# ---- design 1 ----
### Where the registers sit, design 1

Drawn at 6 px/um. Other sequential cells in the stronger grey, the rest of the logic in the fainter grey.
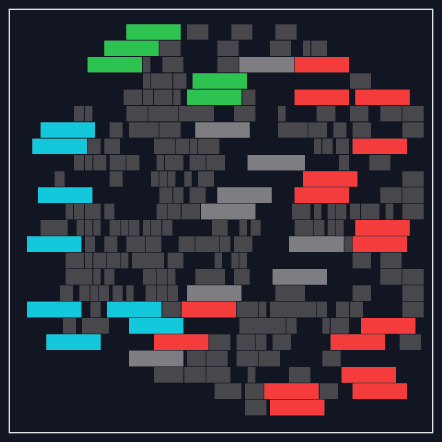

File: src/rtl/arith_order_issuer_if.sv
// ---------------------------------------------------------------------------
// arith_order_issuer_if
//   Bundles the op-sequencer handshake, the arith_ctrl order/answer lines and
//   the status/error outputs of arith_order_issuer.
//
//   master : the issuer itself (accepts opcodes, drives orders and status)
//   slave  : everything around it (op sequencer, arith_ctrl, error sink)
//
//   op_valid/op_code/op_ready   opcode handshake from the op sequencer
//   clear_a_from_pu             abort pulse
//   au_answer                   completion pulse from arith_ctrl
//   order_add..order_and        one-cycle order pulses to arith_ctrl
//   done/busy                   completion pulse / not-idle level
//   timeout_err/illegal_err/
//   spurious_err                one-cycle error pulses
//   op_count                    completed-operation counter (wraps)
// ---------------------------------------------------------------------------
interface arith_order_issuer_if;
    logic        op_valid;
    logic [2:0]  op_code;
    logic        op_ready;
    logic        clear_a_from_pu;
    logic        au_answer;
    logic        order_add;
    logic        order_sub;
    logic        order_mul;
    logic        order_div;
    logic        order_and;
    logic        done;
    logic        busy;
    logic        timeout_err;
    logic        illegal_err;
    logic        spurious_err;
    logic [15:0] op_count;

    modport master (
        input  op_valid, op_code, clear_a_from_pu, au_answer,
        output op_ready, order_add, order_sub, order_mul, order_div, order_and,
               done, busy, timeout_err, illegal_err, spurious_err, op_count
    );

    modport slave (
        output op_valid, op_code, clear_a_from_pu, au_answer,
        input  op_ready, order_add, order_sub, order_mul, order_div, order_and,
               done, busy, timeout_err, illegal_err, spurious_err, op_count
    );
endinterface

File: src/rtl/arith_order_issuer.sv
// ---------------------------------------------------------------------------
// arith_order_issuer
//   Initiator side of the order/answer handshake with arith_ctrl. Takes one
//   decoded opcode at a time, fires exactly one order pulse, waits for the
//   au_answer pulse and reports completion. Flags timeouts, illegal opcodes
//   and answers that arrive outside the wait window.
//
//   Ports:
//     clk    clock
//     reset  asynchronous, active-high reset
//     bus    arith_order_issuer_if.master (handshake, orders, status, errors)
//
//   Parameters:
//     STARTUP_CYCLES  settle time after reset/abort before op_ready may rise
//     TIMEOUT_CYCLES  WAIT cycles without answer before timeout_err (2..2**CNT_W-1)
//     CNT_W           width of the shared startup/wait counter
//     OP_COUNT_INIT   reset value of op_count (0 in normal use; a preload
//                     lets the wrap-around be reached without 64k operations)
//
//   Every output is a flop. Pulses are computed from the next-state logic and
//   registered, so a pulse appears in the cycle the FSM enters the state that
//   owns it (order in ISSUE, done in DONE, errors one cycle after the cause).
// ---------------------------------------------------------------------------
module arith_order_issuer #(
    parameter int          STARTUP_CYCLES = 4,
    parameter int          TIMEOUT_CYCLES = 255,
    parameter int          CNT_W          = 8,
    parameter logic [15:0] OP_COUNT_INIT  = 16'h0000
) (
    input  logic                  clk,
    input  logic                  reset,
    arith_order_issuer_if.master  bus
);

    localparam logic [CNT_W-1:0] STARTUP_LAST = CNT_W'(STARTUP_CYCLES - 1);
    localparam logic [CNT_W-1:0] TIMEOUT_LAST = CNT_W'(TIMEOUT_CYCLES - 1);

    typedef enum logic [2:0] {
        S_INIT  = 3'd0,
        S_IDLE  = 3'd1,
        S_ISSUE = 3'd2,
        S_WAIT  = 3'd3,
        S_DONE  = 3'd4
    } state_t;

    // order vector bit index == opcode: add, sub, mul, div, and
    localparam int N_ORD = 5;

    state_t             state_q, state_d;
    logic [CNT_W-1:0]   cnt_q, cnt_d;
    logic [2:0]         opc_q, opc_d;
    logic [N_ORD-1:0]   order_q, order_d;
    logic               rdy_q, rdy_d;
    logic               busy_q, busy_d;
    logic               done_q, done_d;
    logic               tout_q, tout_d;
    logic               ill_q, ill_d;
    logic               spur_q, spur_d;
    logic [15:0]        cnt_ops_q, cnt_ops_d;

    logic               xfer;

    // op_ready is itself a flop, so the transfer condition sees exactly what
    // the sequencer sees.
    assign xfer = bus.op_valid && rdy_q;

    // -----------------------------------------------------------------------
    // Next-state and output pulse logic
    // -----------------------------------------------------------------------
    always_comb begin
        state_d   = state_q;
        cnt_d     = cnt_q;
        opc_d     = opc_q;
        order_d   = '0;
        done_d    = 1'b0;
        tout_d    = 1'b0;
        ill_d     = 1'b0;
        spur_d    = 1'b0;
        cnt_ops_d = cnt_ops_q;

        unique case (state_q)
            S_INIT: begin
                if (cnt_q == STARTUP_LAST) begin
                    state_d = S_IDLE;
                    cnt_d   = '0;
                end else begin
                    cnt_d = cnt_q + 1'b1;
                end
            end

            // DONE accepts a new opcode exactly like IDLE; without a
            // transfer it simply falls back to IDLE.
            S_IDLE, S_DONE: begin
                state_d = S_IDLE;
                if (xfer) begin
                    opc_d = bus.op_code;
                    case (bus.op_code)
                        3'd0, 3'd1, 3'd2, 3'd3, 3'd4: begin
                            state_d = S_ISSUE;
                            order_d = N_ORD'(1) << bus.op_code;
                        end
                        default: ill_d = 1'b1;
                    endcase
                end
            end

            S_ISSUE: begin
                state_d = S_WAIT;
                cnt_d   = '0;
            end

            S_WAIT: begin
                cnt_d = cnt_q + 1'b1;
                // an answer in the limit cycle still counts as completion
                if (bus.au_answer) begin
                    state_d   = S_DONE;
                    done_d    = 1'b1;
                    cnt_ops_d = cnt_ops_q + 16'd1;
                    cnt_d     = '0;
                end else if (cnt_q == TIMEOUT_LAST) begin
                    state_d = S_IDLE;
                    tout_d  = 1'b1;
                    cnt_d   = '0;
                end
            end

            default: begin
                state_d = S_INIT;
                cnt_d   = '0;
            end
        endcase

        // An answer is only expected while waiting; anywhere else it is
        // reported but does not disturb the FSM.
        if (bus.au_answer && (state_q != S_WAIT))
            spur_d = 1'b1;

        // Abort outranks everything: drop any pulse that was about to be
        // registered (including an order due next cycle) and restart the
        // settle period. The completion count survives.
        if (bus.clear_a_from_pu) begin
            state_d   = S_INIT;
            cnt_d     = '0;
            order_d   = '0;
            done_d    = 1'b0;
            tout_d    = 1'b0;
            ill_d     = 1'b0;
            spur_d    = 1'b0;
            cnt_ops_d = cnt_ops_q;
        end

        // op_ready is low for the cycle that reports an illegal opcode even
        // though the FSM remains in IDLE.
        rdy_d  = ((state_d == S_IDLE) || (state_d == S_DONE)) && !ill_d;
        busy_d = (state_d != S_IDLE);
    end

    // -----------------------------------------------------------------------
    // State and output registers
    // -----------------------------------------------------------------------
    always_ff @(posedge clk or posedge reset) begin
        if (reset) begin
            state_q   <= S_INIT;
            cnt_q     <= '0;
            opc_q     <= '0;
            order_q   <= '0;
            rdy_q     <= 1'b0;
            busy_q    <= 1'b1;
            done_q    <= 1'b0;
            tout_q    <= 1'b0;
            ill_q     <= 1'b0;
            spur_q    <= 1'b0;
            cnt_ops_q <= OP_COUNT_INIT;
        end else begin
            state_q   <= state_d;
            cnt_q     <= cnt_d;
            opc_q     <= opc_d;
            order_q   <= order_d;
            rdy_q     <= rdy_d;
            busy_q    <= busy_d;
            done_q    <= done_d;
            tout_q    <= tout_d;
            ill_q     <= ill_d;
            spur_q    <= spur_d;
            cnt_ops_q <= cnt_ops_d;
        end
    end

    assign bus.op_ready     = rdy_q;
    assign bus.order_add    = order_q[0];
    assign bus.order_sub    = order_q[1];
    assign bus.order_mul    = order_q[2];
    assign bus.order_div    = order_q[3];
    assign bus.order_and    = order_q[4];
    assign bus.done         = done_q;
    assign bus.busy         = busy_q;
    assign bus.timeout_err  = tout_q;
    assign bus.illegal_err  = ill_q;
    assign bus.spurious_err = spur_q;
    assign bus.op_count     = cnt_ops_q;

endmodule

File: src/flat_wrapper.sv
// flat-port wrapper written by rule: the top's interface ports become plain ports
module arith_order_issuer_flat 
#(
    parameter int          STARTUP_CYCLES = 4,
    parameter int          TIMEOUT_CYCLES = 255,
    parameter int          CNT_W          = 8,
    parameter logic [15:0] OP_COUNT_INIT  = 16'h0000
)
  (clk, reset, bus_op_valid, bus_op_code, bus_clear_a_from_pu, bus_au_answer, bus_op_ready, bus_order_add, bus_order_sub, bus_order_mul, bus_order_div, bus_order_and, bus_done, bus_busy, bus_timeout_err, bus_illegal_err, bus_spurious_err, bus_op_count);
  arith_order_issuer_if bus_i ();
  input  logic clk;
  input  logic reset;
  input wire logic [$bits(bus_i.op_valid)-1:0] bus_op_valid;
  input wire logic [$bits(bus_i.op_code)-1:0] bus_op_code;
  input wire logic [$bits(bus_i.clear_a_from_pu)-1:0] bus_clear_a_from_pu;
  input wire logic [$bits(bus_i.au_answer)-1:0] bus_au_answer;
  output wire logic [$bits(bus_i.op_ready)-1:0] bus_op_ready;
  output wire logic [$bits(bus_i.order_add)-1:0] bus_order_add;
  output wire logic [$bits(bus_i.order_sub)-1:0] bus_order_sub;
  output wire logic [$bits(bus_i.order_mul)-1:0] bus_order_mul;
  output wire logic [$bits(bus_i.order_div)-1:0] bus_order_div;
  output wire logic [$bits(bus_i.order_and)-1:0] bus_order_and;
  output wire logic [$bits(bus_i.done)-1:0] bus_done;
  output wire logic [$bits(bus_i.busy)-1:0] bus_busy;
  output wire logic [$bits(bus_i.timeout_err)-1:0] bus_timeout_err;
  output wire logic [$bits(bus_i.illegal_err)-1:0] bus_illegal_err;
  output wire logic [$bits(bus_i.spurious_err)-1:0] bus_spurious_err;
  output wire logic [$bits(bus_i.op_count)-1:0] bus_op_count;
  assign bus_i.op_valid = bus_op_valid;
  assign bus_i.op_code = bus_op_code;
  assign bus_i.clear_a_from_pu = bus_clear_a_from_pu;
  assign bus_i.au_answer = bus_au_answer;
  assign bus_op_ready = bus_i.op_ready;
  assign bus_order_add = bus_i.order_add;
  assign bus_order_sub = bus_i.order_sub;
  assign bus_order_mul = bus_i.order_mul;
  assign bus_order_div = bus_i.order_div;
  assign bus_order_and = bus_i.order_and;
  assign bus_done = bus_i.done;
  assign bus_busy = bus_i.busy;
  assign bus_timeout_err = bus_i.timeout_err;
  assign bus_illegal_err = bus_i.illegal_err;
  assign bus_spurious_err = bus_i.spurious_err;
  assign bus_op_count = bus_i.op_count;
  arith_order_issuer #(.STARTUP_CYCLES(STARTUP_CYCLES), .TIMEOUT_CYCLES(TIMEOUT_CYCLES), .CNT_W(CNT_W), .OP_COUNT_INIT(OP_COUNT_INIT)) u_core (.clk(clk), .reset(reset), .bus(bus_i));
endmodule
File: config.mk
export PLATFORM = sky130hd
export DESIGN_NAME = arith_order_issuer_flat
export DESIGN_NICKNAME = d
export VERILOG_FILES = /design/src/rtl/arith_order_issuer_if.sv /design/src/rtl/arith_order_issuer.sv /design/src/flat_wrapper.sv
export SDC_FILE = /design/constraint.sdc
export NUM_CORES = 1
export LEC_CHECK = 0
export CORE_UTILIZATION = 40
export CTS_CLUSTER_DIAMETER = 60
export DETAILED_ROUTE_END_ITERATION = 16
export HOLD_SLACK_MARGIN = 0.02
export PLACE_DENSITY = 0.64
export SETUP_SLACK_MARGIN = 0.15
export SYNTH_ARGS = -nofsm -noshare
export SYNTH_HDL_FRONTEND = slang
export SYNTH_SLANG_ARGS = --single-unit
File: constraint.sdc
create_clock -name clk -period 2.8 [get_ports clk]
set_input_delay 0.56 -clock clk [delete_from_list [all_inputs] [get_ports clk]]
set_output_delay 0.56 -clock clk [all_outputs]
set_load 0.05 [all_outputs]
# ---- design 2 ----
$ cat src/rtl/letter_pool_if.sv
// Bundle of spawn, keystroke, frame tick, slot read and score event signals
// shared between letter_pool and its neighbours.
interface letter_pool_if #(
    parameter int IDX_W = 3
);
    logic             spawn;
    logic [7:0]       gen_ch;
    logic [2:0]       gen_speed;
    logic [8:0]       gen_x;
    logic [9:0]       gen_y;
    logic             frame_tick;
    logic             key_valid;
    logic [7:0]       key_ch;
    logic             key_ready;
    logic [IDX_W-1:0] rd_idx;
    logic             rd_active;
    logic [7:0]       rd_ch;
    logic [8:0]       rd_x;
    logic [9:0]       rd_y;
    logic             hit;
    logic             miss;
    logic             escape;
    logic             overflow;
    logic [IDX_W:0]   active_cnt;

    modport master (
        output spawn, gen_ch, gen_speed, gen_x, gen_y, frame_tick,
               key_valid, key_ch, rd_idx,
        input  key_ready, rd_active, rd_ch, rd_x, rd_y,
               hit, miss, escape, overflow, active_cnt
    );

    modport slave (
        input  spawn, gen_ch, gen_speed, gen_x, gen_y, frame_tick,
               key_valid, key_ch, rd_idx,
        output key_ready, rd_active, rd_ch, rd_x, rd_y,
               hit, miss, escape, overflow, active_cnt
    );
endinterface

$ cat src/rtl/letter_pool.sv
// Pool of falling letters: captures spawns, moves letters each frame tick,
// resolves keystrokes against the lowest matching letter, reports events.
module letter_pool #(
    parameter int SLOTS = 8,
    parameter int IDX_W = 3,
    parameter int X_MAX = 471
) (
    input logic          clk,
    input logic          rst_n,
    letter_pool_if.slave bus
);
    typedef enum logic [2:0] {IDLE, KEY_SCAN, KEY_RESOLVE, MOVE, SPAWN} state_t;

    localparam logic [9:0]       X_LIM = 10'(X_MAX);
    localparam logic [IDX_W-1:0] LAST  = IDX_W'(SLOTS - 1);

    state_t state, state_nxt;

    logic [SLOTS-1:0] act;
    logic [7:0]       ch  [SLOTS];
    logic [2:0]       spd [SLOTS];
    logic [8:0]       xs  [SLOTS];
    logic [9:0]       ys  [SLOTS];

    logic       key_pend, tick_pend, spawn_pend;
    logic [7:0] key_lat;
    logic [7:0] sp_ch;
    logic [2:0] sp_speed;
    logic [8:0] sp_x;
    logic [9:0] sp_y;

    logic [IDX_W-1:0] scan_idx, best_idx;
    logic             found;
    logic [8:0]       best_x;

    logic             free_found;
    logic [IDX_W-1:0] free_idx;
    logic [9:0]       new_x [SLOTS];
    logic [SLOTS-1:0] esc;
    logic [IDX_W:0]   cnt;

    logic hit_q, miss_q, escape_q, overflow_q;

    // Event capture; a fresh event on the clearing edge wins so none is lost.
    always_ff @(posedge clk or negedge rst_n) begin
        if (!rst_n) begin
            key_pend   <= 1'b0;
            tick_pend  <= 1'b0;
            spawn_pend <= 1'b0;
            key_lat    <= '0;
            sp_ch      <= '0;
            sp_speed   <= '0;
            sp_x       <= '0;
            sp_y       <= '0;
        end else begin
            if (bus.key_valid && !key_pend) begin
                key_pend <= 1'b1;
                key_lat  <= bus.key_ch;
            end else if (state == KEY_RESOLVE) begin
                key_pend <= 1'b0;
            end

            if (bus.frame_tick)
                tick_pend <= 1'b1;
            else if (state == MOVE)
                tick_pend <= 1'b0;

            if (bus.spawn) begin
                spawn_pend <= 1'b1;
                sp_ch      <= bus.gen_ch;
                sp_speed   <= bus.gen_speed;
                sp_x       <= bus.gen_x;
                sp_y       <= bus.gen_y;
            end else if (state == SPAWN) begin
                spawn_pend <= 1'b0;
            end
        end
    end

    always_ff @(posedge clk or negedge rst_n) begin
        if (!rst_n)
            state <= IDLE;
        else
            state <= state_nxt;
    end

    always_comb begin
        state_nxt = state;
        unique case (state)
            IDLE: begin
                if (key_pend)
                    state_nxt = KEY_SCAN;
                else if (tick_pend)
                    state_nxt = MOVE;
                else if (spawn_pend)
                    state_nxt = SPAWN;
            end
            KEY_SCAN: begin
                if (scan_idx == LAST)
                    state_nxt = KEY_RESOLVE;
            end
            default: state_nxt = IDLE;
        endcase
    end

    // Strict '>' keeps the lower index on equal rows since the scan ascends.
    always_ff @(posedge clk or negedge rst_n) begin
        if (!rst_n) begin
            scan_idx <= '0;
            best_idx <= '0;
            best_x   <= '0;
            found    <= 1'b0;
        end else if (state == KEY_SCAN) begin
            scan_idx <= scan_idx + 1'b1;
            if (act[scan_idx] && ch[scan_idx] == key_lat &&
                (!found || xs[scan_idx] > best_x)) begin
                found    <= 1'b1;
                best_idx <= scan_idx;
                best_x   <= xs[scan_idx];
            end
        end else if (state == IDLE) begin
            scan_idx <= '0;
            best_idx <= '0;
            best_x   <= '0;
            found    <= 1'b0;
        end
    end

    always_comb begin
        free_found = 1'b0;
        free_idx   = '0;
        for (int unsigned i = SLOTS; i > 0; i--) begin
            if (!act[i-1]) begin
                free_found = 1'b1;
                free_idx   = IDX_W'(i - 1);
            end
        end
    end

    always_comb begin
        esc = '0;
        cnt = '0;
        for (int unsigned i = 0; i < SLOTS; i++) begin
            new_x[i] = {1'b0, xs[i]} + {7'b0, spd[i]};
            esc[i]   = act[i] && (new_x[i] > X_LIM);
            cnt      = cnt + {{IDX_W{1'b0}}, act[i]};
        end
    end

    always_ff @(posedge clk or negedge rst_n) begin
        if (!rst_n) begin
            act        <= '0;
            hit_q      <= 1'b0;
            miss_q     <= 1'b0;
            escape_q   <= 1'b0;
            overflow_q <= 1'b0;
            for (int unsigned i = 0; i < SLOTS; i++) begin
                ch[i]  <= '0;
                spd[i] <= '0;
                xs[i]  <= '0;
                ys[i]  <= '0;
            end
        end else begin
            hit_q      <= 1'b0;
            miss_q     <= 1'b0;
            escape_q   <= 1'b0;
            overflow_q <= 1'b0;
            unique case (state)
                KEY_RESOLVE: begin
                    if (found) begin
                        act[best_idx] <= 1'b0;
                        hit_q         <= 1'b1;
                    end else begin
                        miss_q <= 1'b1;
                    end
                end
                MOVE: begin
                    for (int unsigned i = 0; i < SLOTS; i++) begin
                        if (esc[i])
                            act[i] <= 1'b0;
                        else if (act[i])
                            xs[i] <= new_x[i][8:0];
                    end
                    escape_q <= |esc;
                end
                SPAWN: begin
                    if (free_found) begin
                        act[free_idx] <= 1'b1;
                        ch[free_idx]  <= sp_ch;
                        spd[free_idx] <= sp_speed;
                        xs[free_idx]  <= sp_x;
                        ys[free_idx]  <= sp_y;
                    end else begin
                        overflow_q <= 1'b1;
                    end
                end
                default: ;
            endcase
        end
    end

    assign bus.key_ready  = !key_pend;
    assign bus.rd_active  = act[bus.rd_idx];
    assign bus.rd_ch      = ch[bus.rd_idx];
    assign bus.rd_x       = xs[bus.rd_idx];
    assign bus.rd_y       = ys[bus.rd_idx];
    assign bus.hit        = hit_q;
    assign bus.miss       = miss_q;
    assign bus.escape     = escape_q;
    assign bus.overflow   = overflow_q;
    assign bus.active_cnt = cnt;
endmodule
$ cat src/flat_wrapper.sv
// flat-port wrapper written by rule: the top's interface ports become plain ports
module letter_pool_flat 
#(
    parameter int SLOTS = 8,
    parameter int IDX_W = 3,
    parameter int X_MAX = 471
)
  (clk, rst_n, bus_spawn, bus_gen_ch, bus_gen_speed, bus_gen_x, bus_gen_y, bus_frame_tick, bus_key_valid, bus_key_ch, bus_rd_idx, bus_key_ready, bus_rd_active, bus_rd_ch, bus_rd_x, bus_rd_y, bus_hit, bus_miss, bus_escape, bus_overflow, bus_active_cnt);
  letter_pool_if #(.IDX_W(IDX_W)) bus_i ();
  input logic clk;
  input logic rst_n;
  input wire logic [$bits(bus_i.spawn)-1:0] bus_spawn;
  input wire logic [$bits(bus_i.gen_ch)-1:0] bus_gen_ch;
  input wire logic [$bits(bus_i.gen_speed)-1:0] bus_gen_speed;
  input wire logic [$bits(bus_i.gen_x)-1:0] bus_gen_x;
  input wire logic [$bits(bus_i.gen_y)-1:0] bus_gen_y;
  input wire logic [$bits(bus_i.frame_tick)-1:0] bus_frame_tick;
  input wire logic [$bits(bus_i.key_valid)-1:0] bus_key_valid;
  input wire logic [$bits(bus_i.key_ch)-1:0] bus_key_ch;
  input wire logic [$bits(bus_i.rd_idx)-1:0] bus_rd_idx;
  output wire logic [$bits(bus_i.key_ready)-1:0] bus_key_ready;
  output wire logic [$bits(bus_i.rd_active)-1:0] bus_rd_active;
  output wire logic [$bits(bus_i.rd_ch)-1:0] bus_rd_ch;
  output wire logic [$bits(bus_i.rd_x)-1:0] bus_rd_x;
  output wire logic [$bits(bus_i.rd_y)-1:0] bus_rd_y;
  output wire logic [$bits(bus_i.hit)-1:0] bus_hit;
  output wire logic [$bits(bus_i.miss)-1:0] bus_miss;
  output wire logic [$bits(bus_i.escape)-1:0] bus_escape;
  output wire logic [$bits(bus_i.overflow)-1:0] bus_overflow;
  output wire logic [$bits(bus_i.active_cnt)-1:0] bus_active_cnt;
  assign bus_i.spawn = bus_spawn;
  assign bus_i.gen_ch = bus_gen_ch;
  assign bus_i.gen_speed = bus_gen_speed;
  assign bus_i.gen_x = bus_gen_x;
  assign bus_i.gen_y = bus_gen_y;
  assign bus_i.frame_tick = bus_frame_tick;
  assign bus_i.key_valid = bus_key_valid;
  assign bus_i.key_ch = bus_key_ch;
  assign bus_i.rd_idx = bus_rd_idx;
  assign bus_key_ready = bus_i.key_ready;
  assign bus_rd_active = bus_i.rd_active;
  assign bus_rd_ch = bus_i.rd_ch;
  assign bus_rd_x = bus_i.rd_x;
  assign bus_rd_y = bus_i.rd_y;
  assign bus_hit = bus_i.hit;
  assign bus_miss = bus_i.miss;
  assign bus_escape = bus_i.escape;
  assign bus_overflow = bus_i.overflow;
  assign bus_active_cnt = bus_i.active_cnt;
  letter_pool #(.SLOTS(SLOTS), .IDX_W(IDX_W), .X_MAX(X_MAX)) u_core (.clk(clk), .rst_n(rst_n), .bus(bus_i));
endmodule
$ cat config.mk
export PLATFORM = sky130hd
export DESIGN_NAME = letter_pool_flat
export DESIGN_NICKNAME = d
export VERILOG_FILES = /design/src/rtl/letter_pool_if.sv /design/src/rtl/letter_pool.sv /design/src/flat_wrapper.sv
export SDC_FILE = /design/constraint.sdc
export NUM_CORES = 1
export LEC_CHECK = 0
export CAP_MARGIN = 0
export CORE_MARGIN = 2
export CORE_UTILIZATION = 30
export DETAILED_ROUTE_END_ITERATION = 8
export SYNTH_ARGS = -nofsm -noshare
export SYNTH_HDL_FRONTEND = slang
export SYNTH_SLANG_ARGS = --single-unit
$ cat constraint.sdc
create_clock -name clk -period 6.8 [get_ports clk]
set_input_delay 1.7 -clock clk [delete_from_list [all_inputs] [get_ports clk]]
set_output_delay 1.7 -clock clk [all_outputs]
set_load 0.1 [all_outputs]
# ---- design 3 ----
===== config.mk =====
export PLATFORM = sky130hd
export DESIGN_NAME = elevator_request_scheduler
export DESIGN_NICKNAME = d
export VERILOG_FILES = /design/src/rtl/elevator_request_scheduler_pkg.sv /design/src/rtl/elevator_request_scheduler_look_selector.sv /design/src/rtl/elevator_request_scheduler.sv
export SDC_FILE = /design/constraint.sdc
export NUM_CORES = 1
export LEC_CHECK = 0
export CAP_MARGIN = 10
export CORE_MARGIN = 2
export CORE_UTILIZATION = 25
export CTS_BUF_LIST = sky130_fd_sc_hd__clkbuf_2
export CTS_CLUSTER_SIZE = 10
export DETAILED_ROUTE_END_ITERATION = 12
export HOLD_SLACK_MARGIN = 0.06
export PLACE_DENSITY = 0.4
export SLEW_MARGIN = 20
export SYNTH_ARGS = -nofsm -noshare
export SYNTH_HDL_FRONTEND = slang
export SYNTH_SLANG_ARGS = --single-unit

===== constraint.sdc =====
create_clock -name clk_i -period 2.35 [get_ports clk_i]
set_clock_uncertainty 0.2 [all_clocks]
set_input_delay 0.235 -clock clk_i [delete_from_list [all_inputs] [get_ports clk_i]]
set_output_delay 0.235 -clock clk_i [all_outputs]
set_load 0.02 [all_outputs]

===== src/rtl/elevator_request_scheduler_pkg.sv =====
// Shared types and default sizing for the elevator request scheduler and its LOOK selector.
package elevator_request_scheduler_pkg;

    localparam int NUM_FLOORS_DEF   = 8;
    localparam int FLOOR_W_DEF      = $clog2(NUM_FLOORS_DEF);
    localparam int DWELL_CYCLES_DEF = 4;

    typedef logic [FLOOR_W_DEF-1:0] floor_t;

    typedef enum logic [2:0] {
        S_IDLE,
        S_SELECT,
        S_DISPATCH,
        S_WAIT_ARRIVE,
        S_DWELL
    } sched_state_e;

endpackage


===== src/rtl/elevator_request_scheduler_look_selector.sv =====
// Combinational LOOK target picker: current floor first, then nearest in the sweep direction,
// then nearest in the opposite direction (with the direction flipped).
module look_selector
    import elevator_request_scheduler_pkg::*;
#(
    parameter int NUM_FLOORS = NUM_FLOORS_DEF,
    parameter int FLOOR_W    = FLOOR_W_DEF
) (
    input  logic [NUM_FLOORS-1:0] pending_i,
    input  logic [FLOOR_W-1:0]    curr_floor_i,
    input  logic                  dir_up_i,
    output logic                  found_o,
    output logic [FLOOR_W-1:0]    target_o,
    output logic                  new_dir_up_o
);

    logic               hereHit;
    logic               aboveHit;
    logic               belowHit;
    logic [FLOOR_W-1:0] aboveIdx;
    logic [FLOOR_W-1:0] belowIdx;

    // The downward scan leaves the lowest pending floor above; the upward scan leaves the highest below.
    always_comb begin
        hereHit  = 1'b0;
        aboveHit = 1'b0;
        belowHit = 1'b0;
        aboveIdx = '0;
        belowIdx = '0;
        for (int i = NUM_FLOORS - 1; i >= 0; i--) begin
            if (pending_i[i] && (i > int'(curr_floor_i))) begin
                aboveHit = 1'b1;
                aboveIdx = FLOOR_W'(i);
            end
        end
        for (int i = 0; i < NUM_FLOORS; i++) begin
            if (pending_i[i] && (i < int'(curr_floor_i))) begin
                belowHit = 1'b1;
                belowIdx = FLOOR_W'(i);
            end
            if (pending_i[i] && (i == int'(curr_floor_i))) begin
                hereHit = 1'b1;
            end
        end
    end

    // An empty mask keeps the old direction; it only flips when a reverse target exists.
    always_comb begin
        found_o      = 1'b1;
        target_o     = curr_floor_i;
        new_dir_up_o = dir_up_i;
        if (!hereHit) begin
            if (dir_up_i && aboveHit) begin
                target_o = aboveIdx;
            end else if (!dir_up_i && belowHit) begin
                target_o = belowIdx;
            end else if (dir_up_i && belowHit) begin
                target_o     = belowIdx;
                new_dir_up_o = 1'b0;
            end else if (!dir_up_i && aboveHit) begin
                target_o     = aboveIdx;
                new_dir_up_o = 1'b1;
            end else begin
                found_o = 1'b0;
            end
        end
    end

endmodule


===== src/rtl/elevator_request_scheduler.sv =====
// Elevator request scheduler: collects floor calls, dispatches one LOOK-ordered target at a time
// to the elevator datapath and dwells after each arrival before choosing again.
module elevator_request_scheduler
    import elevator_request_scheduler_pkg::*;
#(
    parameter int NUM_FLOORS   = NUM_FLOORS_DEF,
    parameter int FLOOR_W      = $clog2(NUM_FLOORS),
    parameter int DWELL_CYCLES = DWELL_CYCLES_DEF
) (
    input  logic                  clk_i,
    input  logic                  rst_i,
    input  logic [FLOOR_W-1:0]    req_floor_i,
    input  logic                  req_valid_i,
    input  logic [FLOOR_W-1:0]    curr_floor_i,
    input  logic                  door_i,
    output logic [FLOOR_W-1:0]    sched_floor_o,
    output logic                  sched_ip_o,
    output logic [NUM_FLOORS-1:0] pending_o,
    output logic                  dir_up_o,
    output logic                  busy_o
);

    localparam int              DW_W       = (DWELL_CYCLES > 1) ? $clog2(DWELL_CYCLES) : 1;
    localparam logic [DW_W-1:0] DWELL_LOAD = DW_W'(DWELL_CYCLES - 1);

    sched_state_e          state_q, state_d;
    logic [NUM_FLOORS-1:0] pending_q, pending_d;
    logic [FLOOR_W-1:0]    schedFloor_q, schedFloor_d;
    logic                  schedIp_q, schedIp_d;
    logic                  dirUp_q, dirUp_d;
    logic                  busy_q, busy_d;
    logic [DW_W-1:0]       dwellCnt_q, dwellCnt_d;

    logic [NUM_FLOORS-1:0] setMask;
    logic [NUM_FLOORS-1:0] clearMask;
    logic                  arrived;
    logic                  betweenHit;
    logic                  selFound;
    logic [FLOOR_W-1:0]    selTarget;
    logic                  selDirUp;

    look_selector #(
        .NUM_FLOORS (NUM_FLOORS),
        .FLOOR_W    (FLOOR_W)
    ) u_look_selector (
        .pending_i    (pending_q),
        .curr_floor_i (curr_floor_i),
        .dir_up_i     (dirUp_q),
        .found_o      (selFound),
        .target_o     (selTarget),
        .new_dir_up_o (selDirUp)
    );

    // Out-of-range calls match no mask bit; a clear on the arrival floor beats a same-cycle call.
    always_comb begin
        setMask    = '0;
        clearMask  = '0;
        betweenHit = 1'b0;
        arrived    = (state_q == S_WAIT_ARRIVE) && (curr_floor_i == schedFloor_q) && door_i;
        for (int i = 0; i < NUM_FLOORS; i++) begin
            if (req_valid_i && (int'(req_floor_i) == i)) begin
                setMask[i] = 1'b1;
            end
            if (arrived && (int'(schedFloor_q) == i)) begin
                clearMask[i] = 1'b1;
            end
            if (pending_q[i]) begin
                if (dirUp_q && (i > int'(curr_floor_i)) && (i < int'(schedFloor_q))) begin
                    betweenHit = 1'b1;
                end
                if (!dirUp_q && (i < int'(curr_floor_i)) && (i > int'(schedFloor_q))) begin
                    betweenHit = 1'b1;
                end
            end
        end
    end

    always_comb begin
        pending_d    = (pending_q | setMask) & ~clearMask;
        state_d      = state_q;
        schedFloor_d = schedFloor_q;
        dirUp_d      = dirUp_q;
        dwellCnt_d   = dwellCnt_q;
        case (state_q)
            S_IDLE: begin
                if (pending_q != '0) begin
                    state_d = S_SELECT;
                end
            end
            S_SELECT: begin
                if (selFound) begin
                    schedFloor_d = selTarget;
                    dirUp_d      = selDirUp;
                    state_d      = S_DISPATCH;
                end else begin
                    state_d = S_IDLE;
                end
            end
            S_DISPATCH: begin
                state_d = S_WAIT_ARRIVE;
            end
            S_WAIT_ARRIVE: begin
                if (arrived) begin
                    dwellCnt_d = DWELL_LOAD;
                    state_d    = S_DWELL;
                end else if (betweenHit) begin
                    state_d = S_SELECT;
                end
            end
            S_DWELL: begin
                if (dwellCnt_q == '0) begin
                    state_d = S_SELECT;
                end else begin
                    dwellCnt_d = dwellCnt_q - 1'b1;
                end
            end
            default: begin
                state_d = S_IDLE;
            end
        endcase
        schedIp_d = (state_d == S_DISPATCH);
        busy_d    = (state_d != S_IDLE);
    end

    always_ff @(posedge clk_i) begin
        if (rst_i) begin
            state_q      <= S_IDLE;
            pending_q    <= '0;
            schedFloor_q <= '0;
            schedIp_q    <= 1'b0;
            dirUp_q      <= 1'b1;
            busy_q       <= 1'b0;
            dwellCnt_q   <= '0;
        end else begin
            state_q      <= state_d;
            pending_q    <= pending_d;
            schedFloor_q <= schedFloor_d;
            schedIp_q    <= schedIp_d;
            dirUp_q      <= dirUp_d;
            busy_q       <= busy_d;
            dwellCnt_q   <= dwellCnt_d;
        end
    end

    assign sched_floor_o = schedFloor_q;
    assign sched_ip_o    = schedIp_q;
    assign pending_o     = pending_q;
    assign dir_up_o      = dirUp_q;
    assign busy_o        = busy_q;

endmodule


### Wire density map, design 2

Drawn at 1.5 px/um. The die is cut into 25 by 25 equal tiles; dark purple is low, yellow is high, scaled to the fullest tile. Values are wire area over tile area, all layers added.
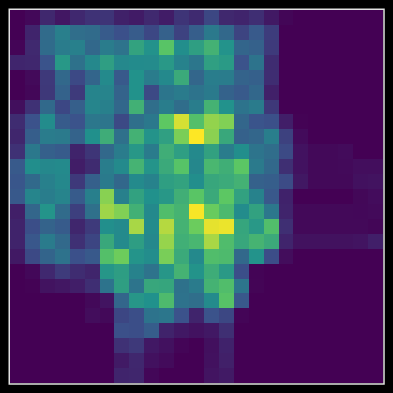
The fullest tile reaches 0.59. The mean over all tiles is 0.14. The emptiest ninth of the die: lower right. 33% of the tiles are nearly empty.
routed wire length per instance: 22.2 um
overall track demand over capacity in global routing: 16.8%

### Cell outlines without signal wires, design 2

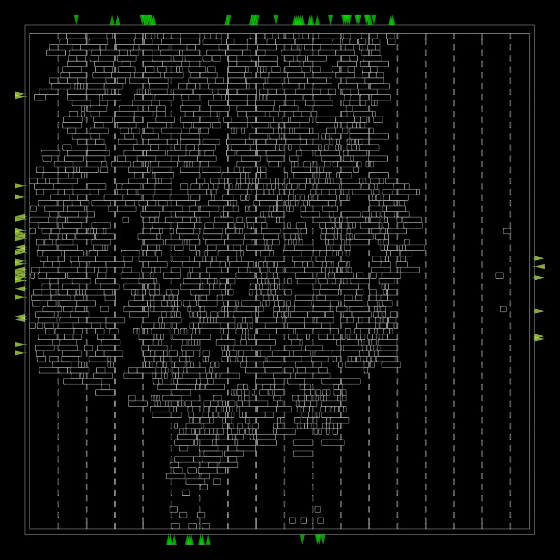
sequential share of cell area: 37.7%
Rows: 89
inserted tap cell count: 773

==> flow_results.xml, design 2 <==
<?xml version="1.0" encoding="UTF-8"?>
<metrics>
  <group name="logic_synthesis">
    <metric name="ys.flops" unit="">312</metric>
    <metric name="mappedNetlistNets" unit="">1659</metric>
    <metric name="synth_area" unit="um^2">18000</metric>
  </group>
  <group name="cells_and_area">
    <metric name="largest_register" unit="">u_core.ys</metric>
    <metric name="finalNetCount" unit="">1692</metric>
  </group>
  <group name="routing">
    <metric name="detail_route.iter0.violations" unit="">1182</metric>
    <metric name="detail_route.wirelength.met1" unit="mm">22.7</metric>
    <metric name="wirelength" unit="mm">53.3</metric>
  </group>
  <group name="clocking">
    <metric name="numCtsBuffers" unit="">36</metric>
    <metric name="count_of_buffers_added_by_post_cts_timing_repair_for_setup" unit="">0</metric>
    <metric name="h_tree_level_count" unit="">2</metric>
  </group>
  <group name="run_status">
    <metric name="outcome" unit="">complete, no violations</metric>
  </group>
  <group name="worst_hold_path">
    <metric name="min_to" unit="">u_core.ys[61]</metric>
  </group>
  <group name="worst_setup_path">
    <metric name="setup.worst_path.end_class" unit="">primary output</metric>
  </group>
  <group name="sta">
    <metric name="timing.final.crit_period" unit="ns">5.90</metric>
  </group>
  <group name="place">
    <metric name="hpwl" unit="mm">36.0</metric>
  </group>
  <group name="pwr">
    <metric name="ir_drop" unit="uV">191</metric>
  </group>
</metrics>
## design 2: cells by family after synthesis
| kind of cell | count (synthesis) | synth area share (%) |
|---|---|---|
| compound gates | 322 | 12.0 |
| buf+inv | 169 | 3.80 |
| mux | 335 | 26.8 |
| flops | 312 | 43.4 |
| simple gates | 360 | 9.33 |
| fa+ha+maj | 50 | 3.98 |
| xor+xnor | 15 | 0.730 |
## design 2: cell type report
type / instances / area share, %
Sequential cell: 312 / 37.7
Tap cell: 773 / 4.67
Timing Repair Buffer: 102 / 4.40
Inverter: 62 / 1.12
Clock inverter: 14 / 0.865
Clock buffer: 51 / 5.11
Multi-Input combinational cell: 1082 / 46.1
## design 2: critical path, cell delays in order, from the launching register on
cell	delay [ns]
sky130_fd_sc_hd__dfrtp_1	0.61
sky130_fd_sc_hd__ha_1	0.32
sky130_fd_sc_hd__inv_1	0.09
sky130_fd_sc_hd__fa_1	0.43
sky130_fd_sc_hd__fa_1	0.50
sky130_fd_sc_hd__inv_1	0.05
sky130_fd_sc_hd__fa_1	0.52
sky130_fd_sc_hd__clkdlybuf4s50_1	1.15
## design 2: where the power goes
part / switching (mW) / internal, mW
logic: 0.286 / 0.247
registers: 0.165 / 1.92
clock network: 0.822 / 1.21
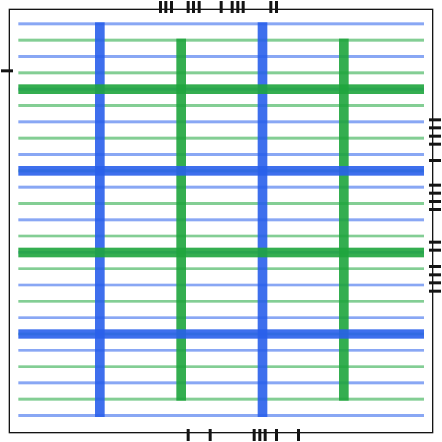
*PDN straps and rails, design 1*
Drawn at 6 px/um. Pins as bars on the die edge.
Key: VSS = blue; VDD = green
25 met1 rails follow the rows. 4 straps on met5.

## Picture notes: 'Where the registers sit' of design 1
Key: `u_core.order_q` = green [placed flops 5]; `u_core.cnt_q` = cyan [placed flops 8]; `u_core.bus.op_count` = red [placed flops 16]
Another 9 sequential cells are not coloured.

==> flow_results.xml, design 1 <==
<?xml version="1.0" encoding="UTF-8"?>
<metrics>
  <group name="cells_and_area">
    <metric name="layout_top_cell_excl_fill_tap" unit="">sky130_fd_sc_hd__dfrtp_1</metric>
    <metric name="fin_cells" unit="">271</metric>
    <metric name="n_antenna_cell" unit="">0</metric>
  </group>
  <group name="logic_synthesis">
    <metric name="ys.flops" unit="">38</metric>
    <metric name="synthesis.area_per_instance" unit="um^2">10.4</metric>
  </group>
  <group name="pwr">
    <metric name="total_power" unit="mW">1.18</metric>
  </group>
  <group name="sta">
    <metric name="setup_violations" unit="">0</metric>
    <metric name="timing.final.crit_period" unit="ns">2.16</metric>
    <metric name="fmaxAchievable" unit="GHz">0.463</metric>
  </group>
  <group name="run_status">
    <metric name="outcome" unit="">complete, no violations</metric>
  </group>
  <group name="place">
    <metric name="routabilityCongestion" unit="">0.949</metric>
    <metric name="port_buffers" unit="">34</metric>
  </group>
  <group name="grt">
    <metric name="grt_pass1_wl" unit="mm">6.58</metric>
    <metric name="groute.layer.met2.usage" unit="%">28.8</metric>
    <metric name="grt_busiest_layer" unit="">met2</metric>
  </group>
  <group name="clocking">
    <metric name="clk-insertion-delay-late" unit="ns">0.29</metric>
    <metric name="ctsRootBufferMaster" unit="">sky130_fd_sc_hd__clkbuf_8</metric>
  </group>
  <group name="worst_setup_path">
    <metric name="r2r-end" unit="">u_core.cnt_q[5]</metric>
    <metric name="cp.buffers_inverters" unit="">1</metric>
    <metric name="critical_path_required" unit="ns">2.24</metric>
    <metric name="critical_path_cell_count" unit="">1</metric>
    <metric name="crit_slowest_cell" unit="">sky130_fd_sc_hd__clkdlybuf4s50_1</metric>
  </group>
  <group name="routing">
    <metric name="top_layer_used" unit="">met4</metric>
    <metric name="route.detailed.vias_per_inst" unit="">5.50</metric>
  </group>
</metrics>
## design 1: where the power goes
group | switching [mW] | leakage (nW) | internal (mW)
logic | 0.121 | 0.421 | 0.0722
clock network | 0.186 | 0.0482 | 0.199
registers | 0.0273 | 0.518 | 0.573
## design 1: layout make-up
class / instances / area (um^2)
clock buffers: 7 / 86.3
clock inverters: 1 / 5.00
fillers: 381 / 2060
inverters: 6 / 22.5
multi-input cells: 131 / 871
flip-flops and latches: 38 / 952
well taps: 52 / 65.1
repair buffers: 36 / 355
## design 1: state kept, by name, indices dropped and copies added, names as in the netlist
name	count
u_core.bus.busy	1
u_core.bus.done	1
u_core.bus.illegal_err	1
u_core.bus.op_count	16
u_core.bus.op_ready	1
u_core.bus.spurious_err	1
u_core.bus.timeout_err	1
u_core.cnt_q	8
u_core.order_q	5
u_core.state_q	3
## design 1: stage by stage
step           hold slack (ns)  area [um^2]  setup WS, ns
2_1_floorplan            0.505         1870          1.08
3_5_place_dp             0.468         2270         0.470
5_1_grt                  0.500         2360         0.601
6_report                 0.474         2360         0.642
4_1_cts                  0.479         2360         0.624
3_3_place_gp             0.461         2270         0.538
### Cells by drive strength, design 3

Drawn at 3 px/um.
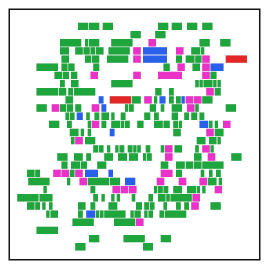
Key: x1 and smaller = green [cells 208, share 78%]; x3 and x4 = magenta [cells 41, share 15%]; x2 = blue [cells 14, share 5.3%]; x6 and larger = red [cells 2, share 0.75%]

==> flow_results.xml, design 3 <==
<?xml version="1.0" encoding="UTF-8"?>
<metrics>
  <group name="routing">
    <metric name="routed_wire_length_per_instance" unit="um">15.5</metric>
    <metric name="route.detailed.vias_per_inst" unit="">5.15</metric>
    <metric name="detail_route.iter0.violations" unit="">122</metric>
    <metric name="num_vias" unit="">1750</metric>
  </group>
  <group name="floorplan">
    <metric name="floorplan.io_pins" unit="">24</metric>
    <metric name="die_area" unit="um^2">6890</metric>
    <metric name="fp_util" unit="%">26.0</metric>
  </group>
  <group name="logic_synthesis">
    <metric name="yosys_warn_count" unit="">0</metric>
    <metric name="async_set_or_reset_register_ratio_after_synthesis" unit="%">0</metric>
    <metric name="seq_area_frac_synth" unit="%">24.4</metric>
  </group>
  <group name="worst_setup_path">
    <metric name="worst-r2r-cell-count" unit="">6</metric>
    <metric name="crit_slowest_cell" unit="">sky130_fd_sc_hd__clkdlybuf4s50_1</metric>
    <metric name="setup.worst_path.start" unit="">curr_floor_i[0]</metric>
  </group>
  <group name="sta">
    <metric name="max_slew_margin" unit="%">75.1</metric>
    <metric name="post-route-worst-setup-slack" unit="ns">0.201</metric>
  </group>
  <group name="pwr">
    <metric name="p_seq_share" unit="%">41.9</metric>
  </group>
  <group name="grt">
    <metric name="overall_track_demand_over_capacity_in_global_routing" unit="%">15.4</metric>
  </group>
  <group name="cells_and_area">
    <metric name="synth_to_final_area_change" unit="%">38.6</metric>
    <metric name="register_area" unit="um^2">380</metric>
    <metric name="final_layout_size_suffix_gt1_share" unit="%">21.5</metric>
  </group>
  <group name="clocking">
    <metric name="clock_pin_slew_on_the_worst_setup_and_hold_paths" unit="ns">0.23</metric>
  </group>
  <group name="run_status">
    <metric name="outcome" unit="">complete, no violations</metric>
  </group>
  <group name="run">
    <metric name="stage_log_warnings" unit="">26</metric>
  </group>
</metrics>
-- design 3: power by group through the flow --
stage	Sequential [mW]	Clock [mW]	Combinational, mW
floorplan	0.392	0	0.196
global placement	0.391	0	0.380
detailed placement	0.389	0	0.375
CTS	0.382	0.163	0.377
global route	0.389	0.173	0.412
finish	0.382	0.154	0.376
-- design 3: metal layers --
layer	part of all wire, %	GRT usage [%]	vias up	routed length (um)
met5	0	0	-	0
met4	0.97	4.02	0	51
met3	3.0	1.59	4	155
met2	45	23.6	30	2380
met1	51	22.9	821	2670
li1	-	-	895	-
-- design 3: final cells by class --
| cell class | count | share of cell area (%) |
|---|---|---|
| clock buffers | 3 | 0.694 |
| clock inverters | 1 | 0.231 |
| inverters | 9 | 1.56 |
| multi-input cells | 169 | 49.5 |
| flip-flops and latches | 19 | 17.6 |
| well taps | 75 | 4.34 |
| repair buffers | 64 | 26.0 |
-- design 3: cells by family after synthesis --
kind of cell	share of synthesized area [%]
multiplexers	4.33
buffers and inverters	6.98
flip-flops	24.4
adder cells (fa/ha/maj)	0.802
AND-OR/OR-AND	33.7
AND/OR/NAND/NOR	28.1
XOR/XNOR	1.68

Power figures rest on the tool's default switching activity, not on a simulated workload.
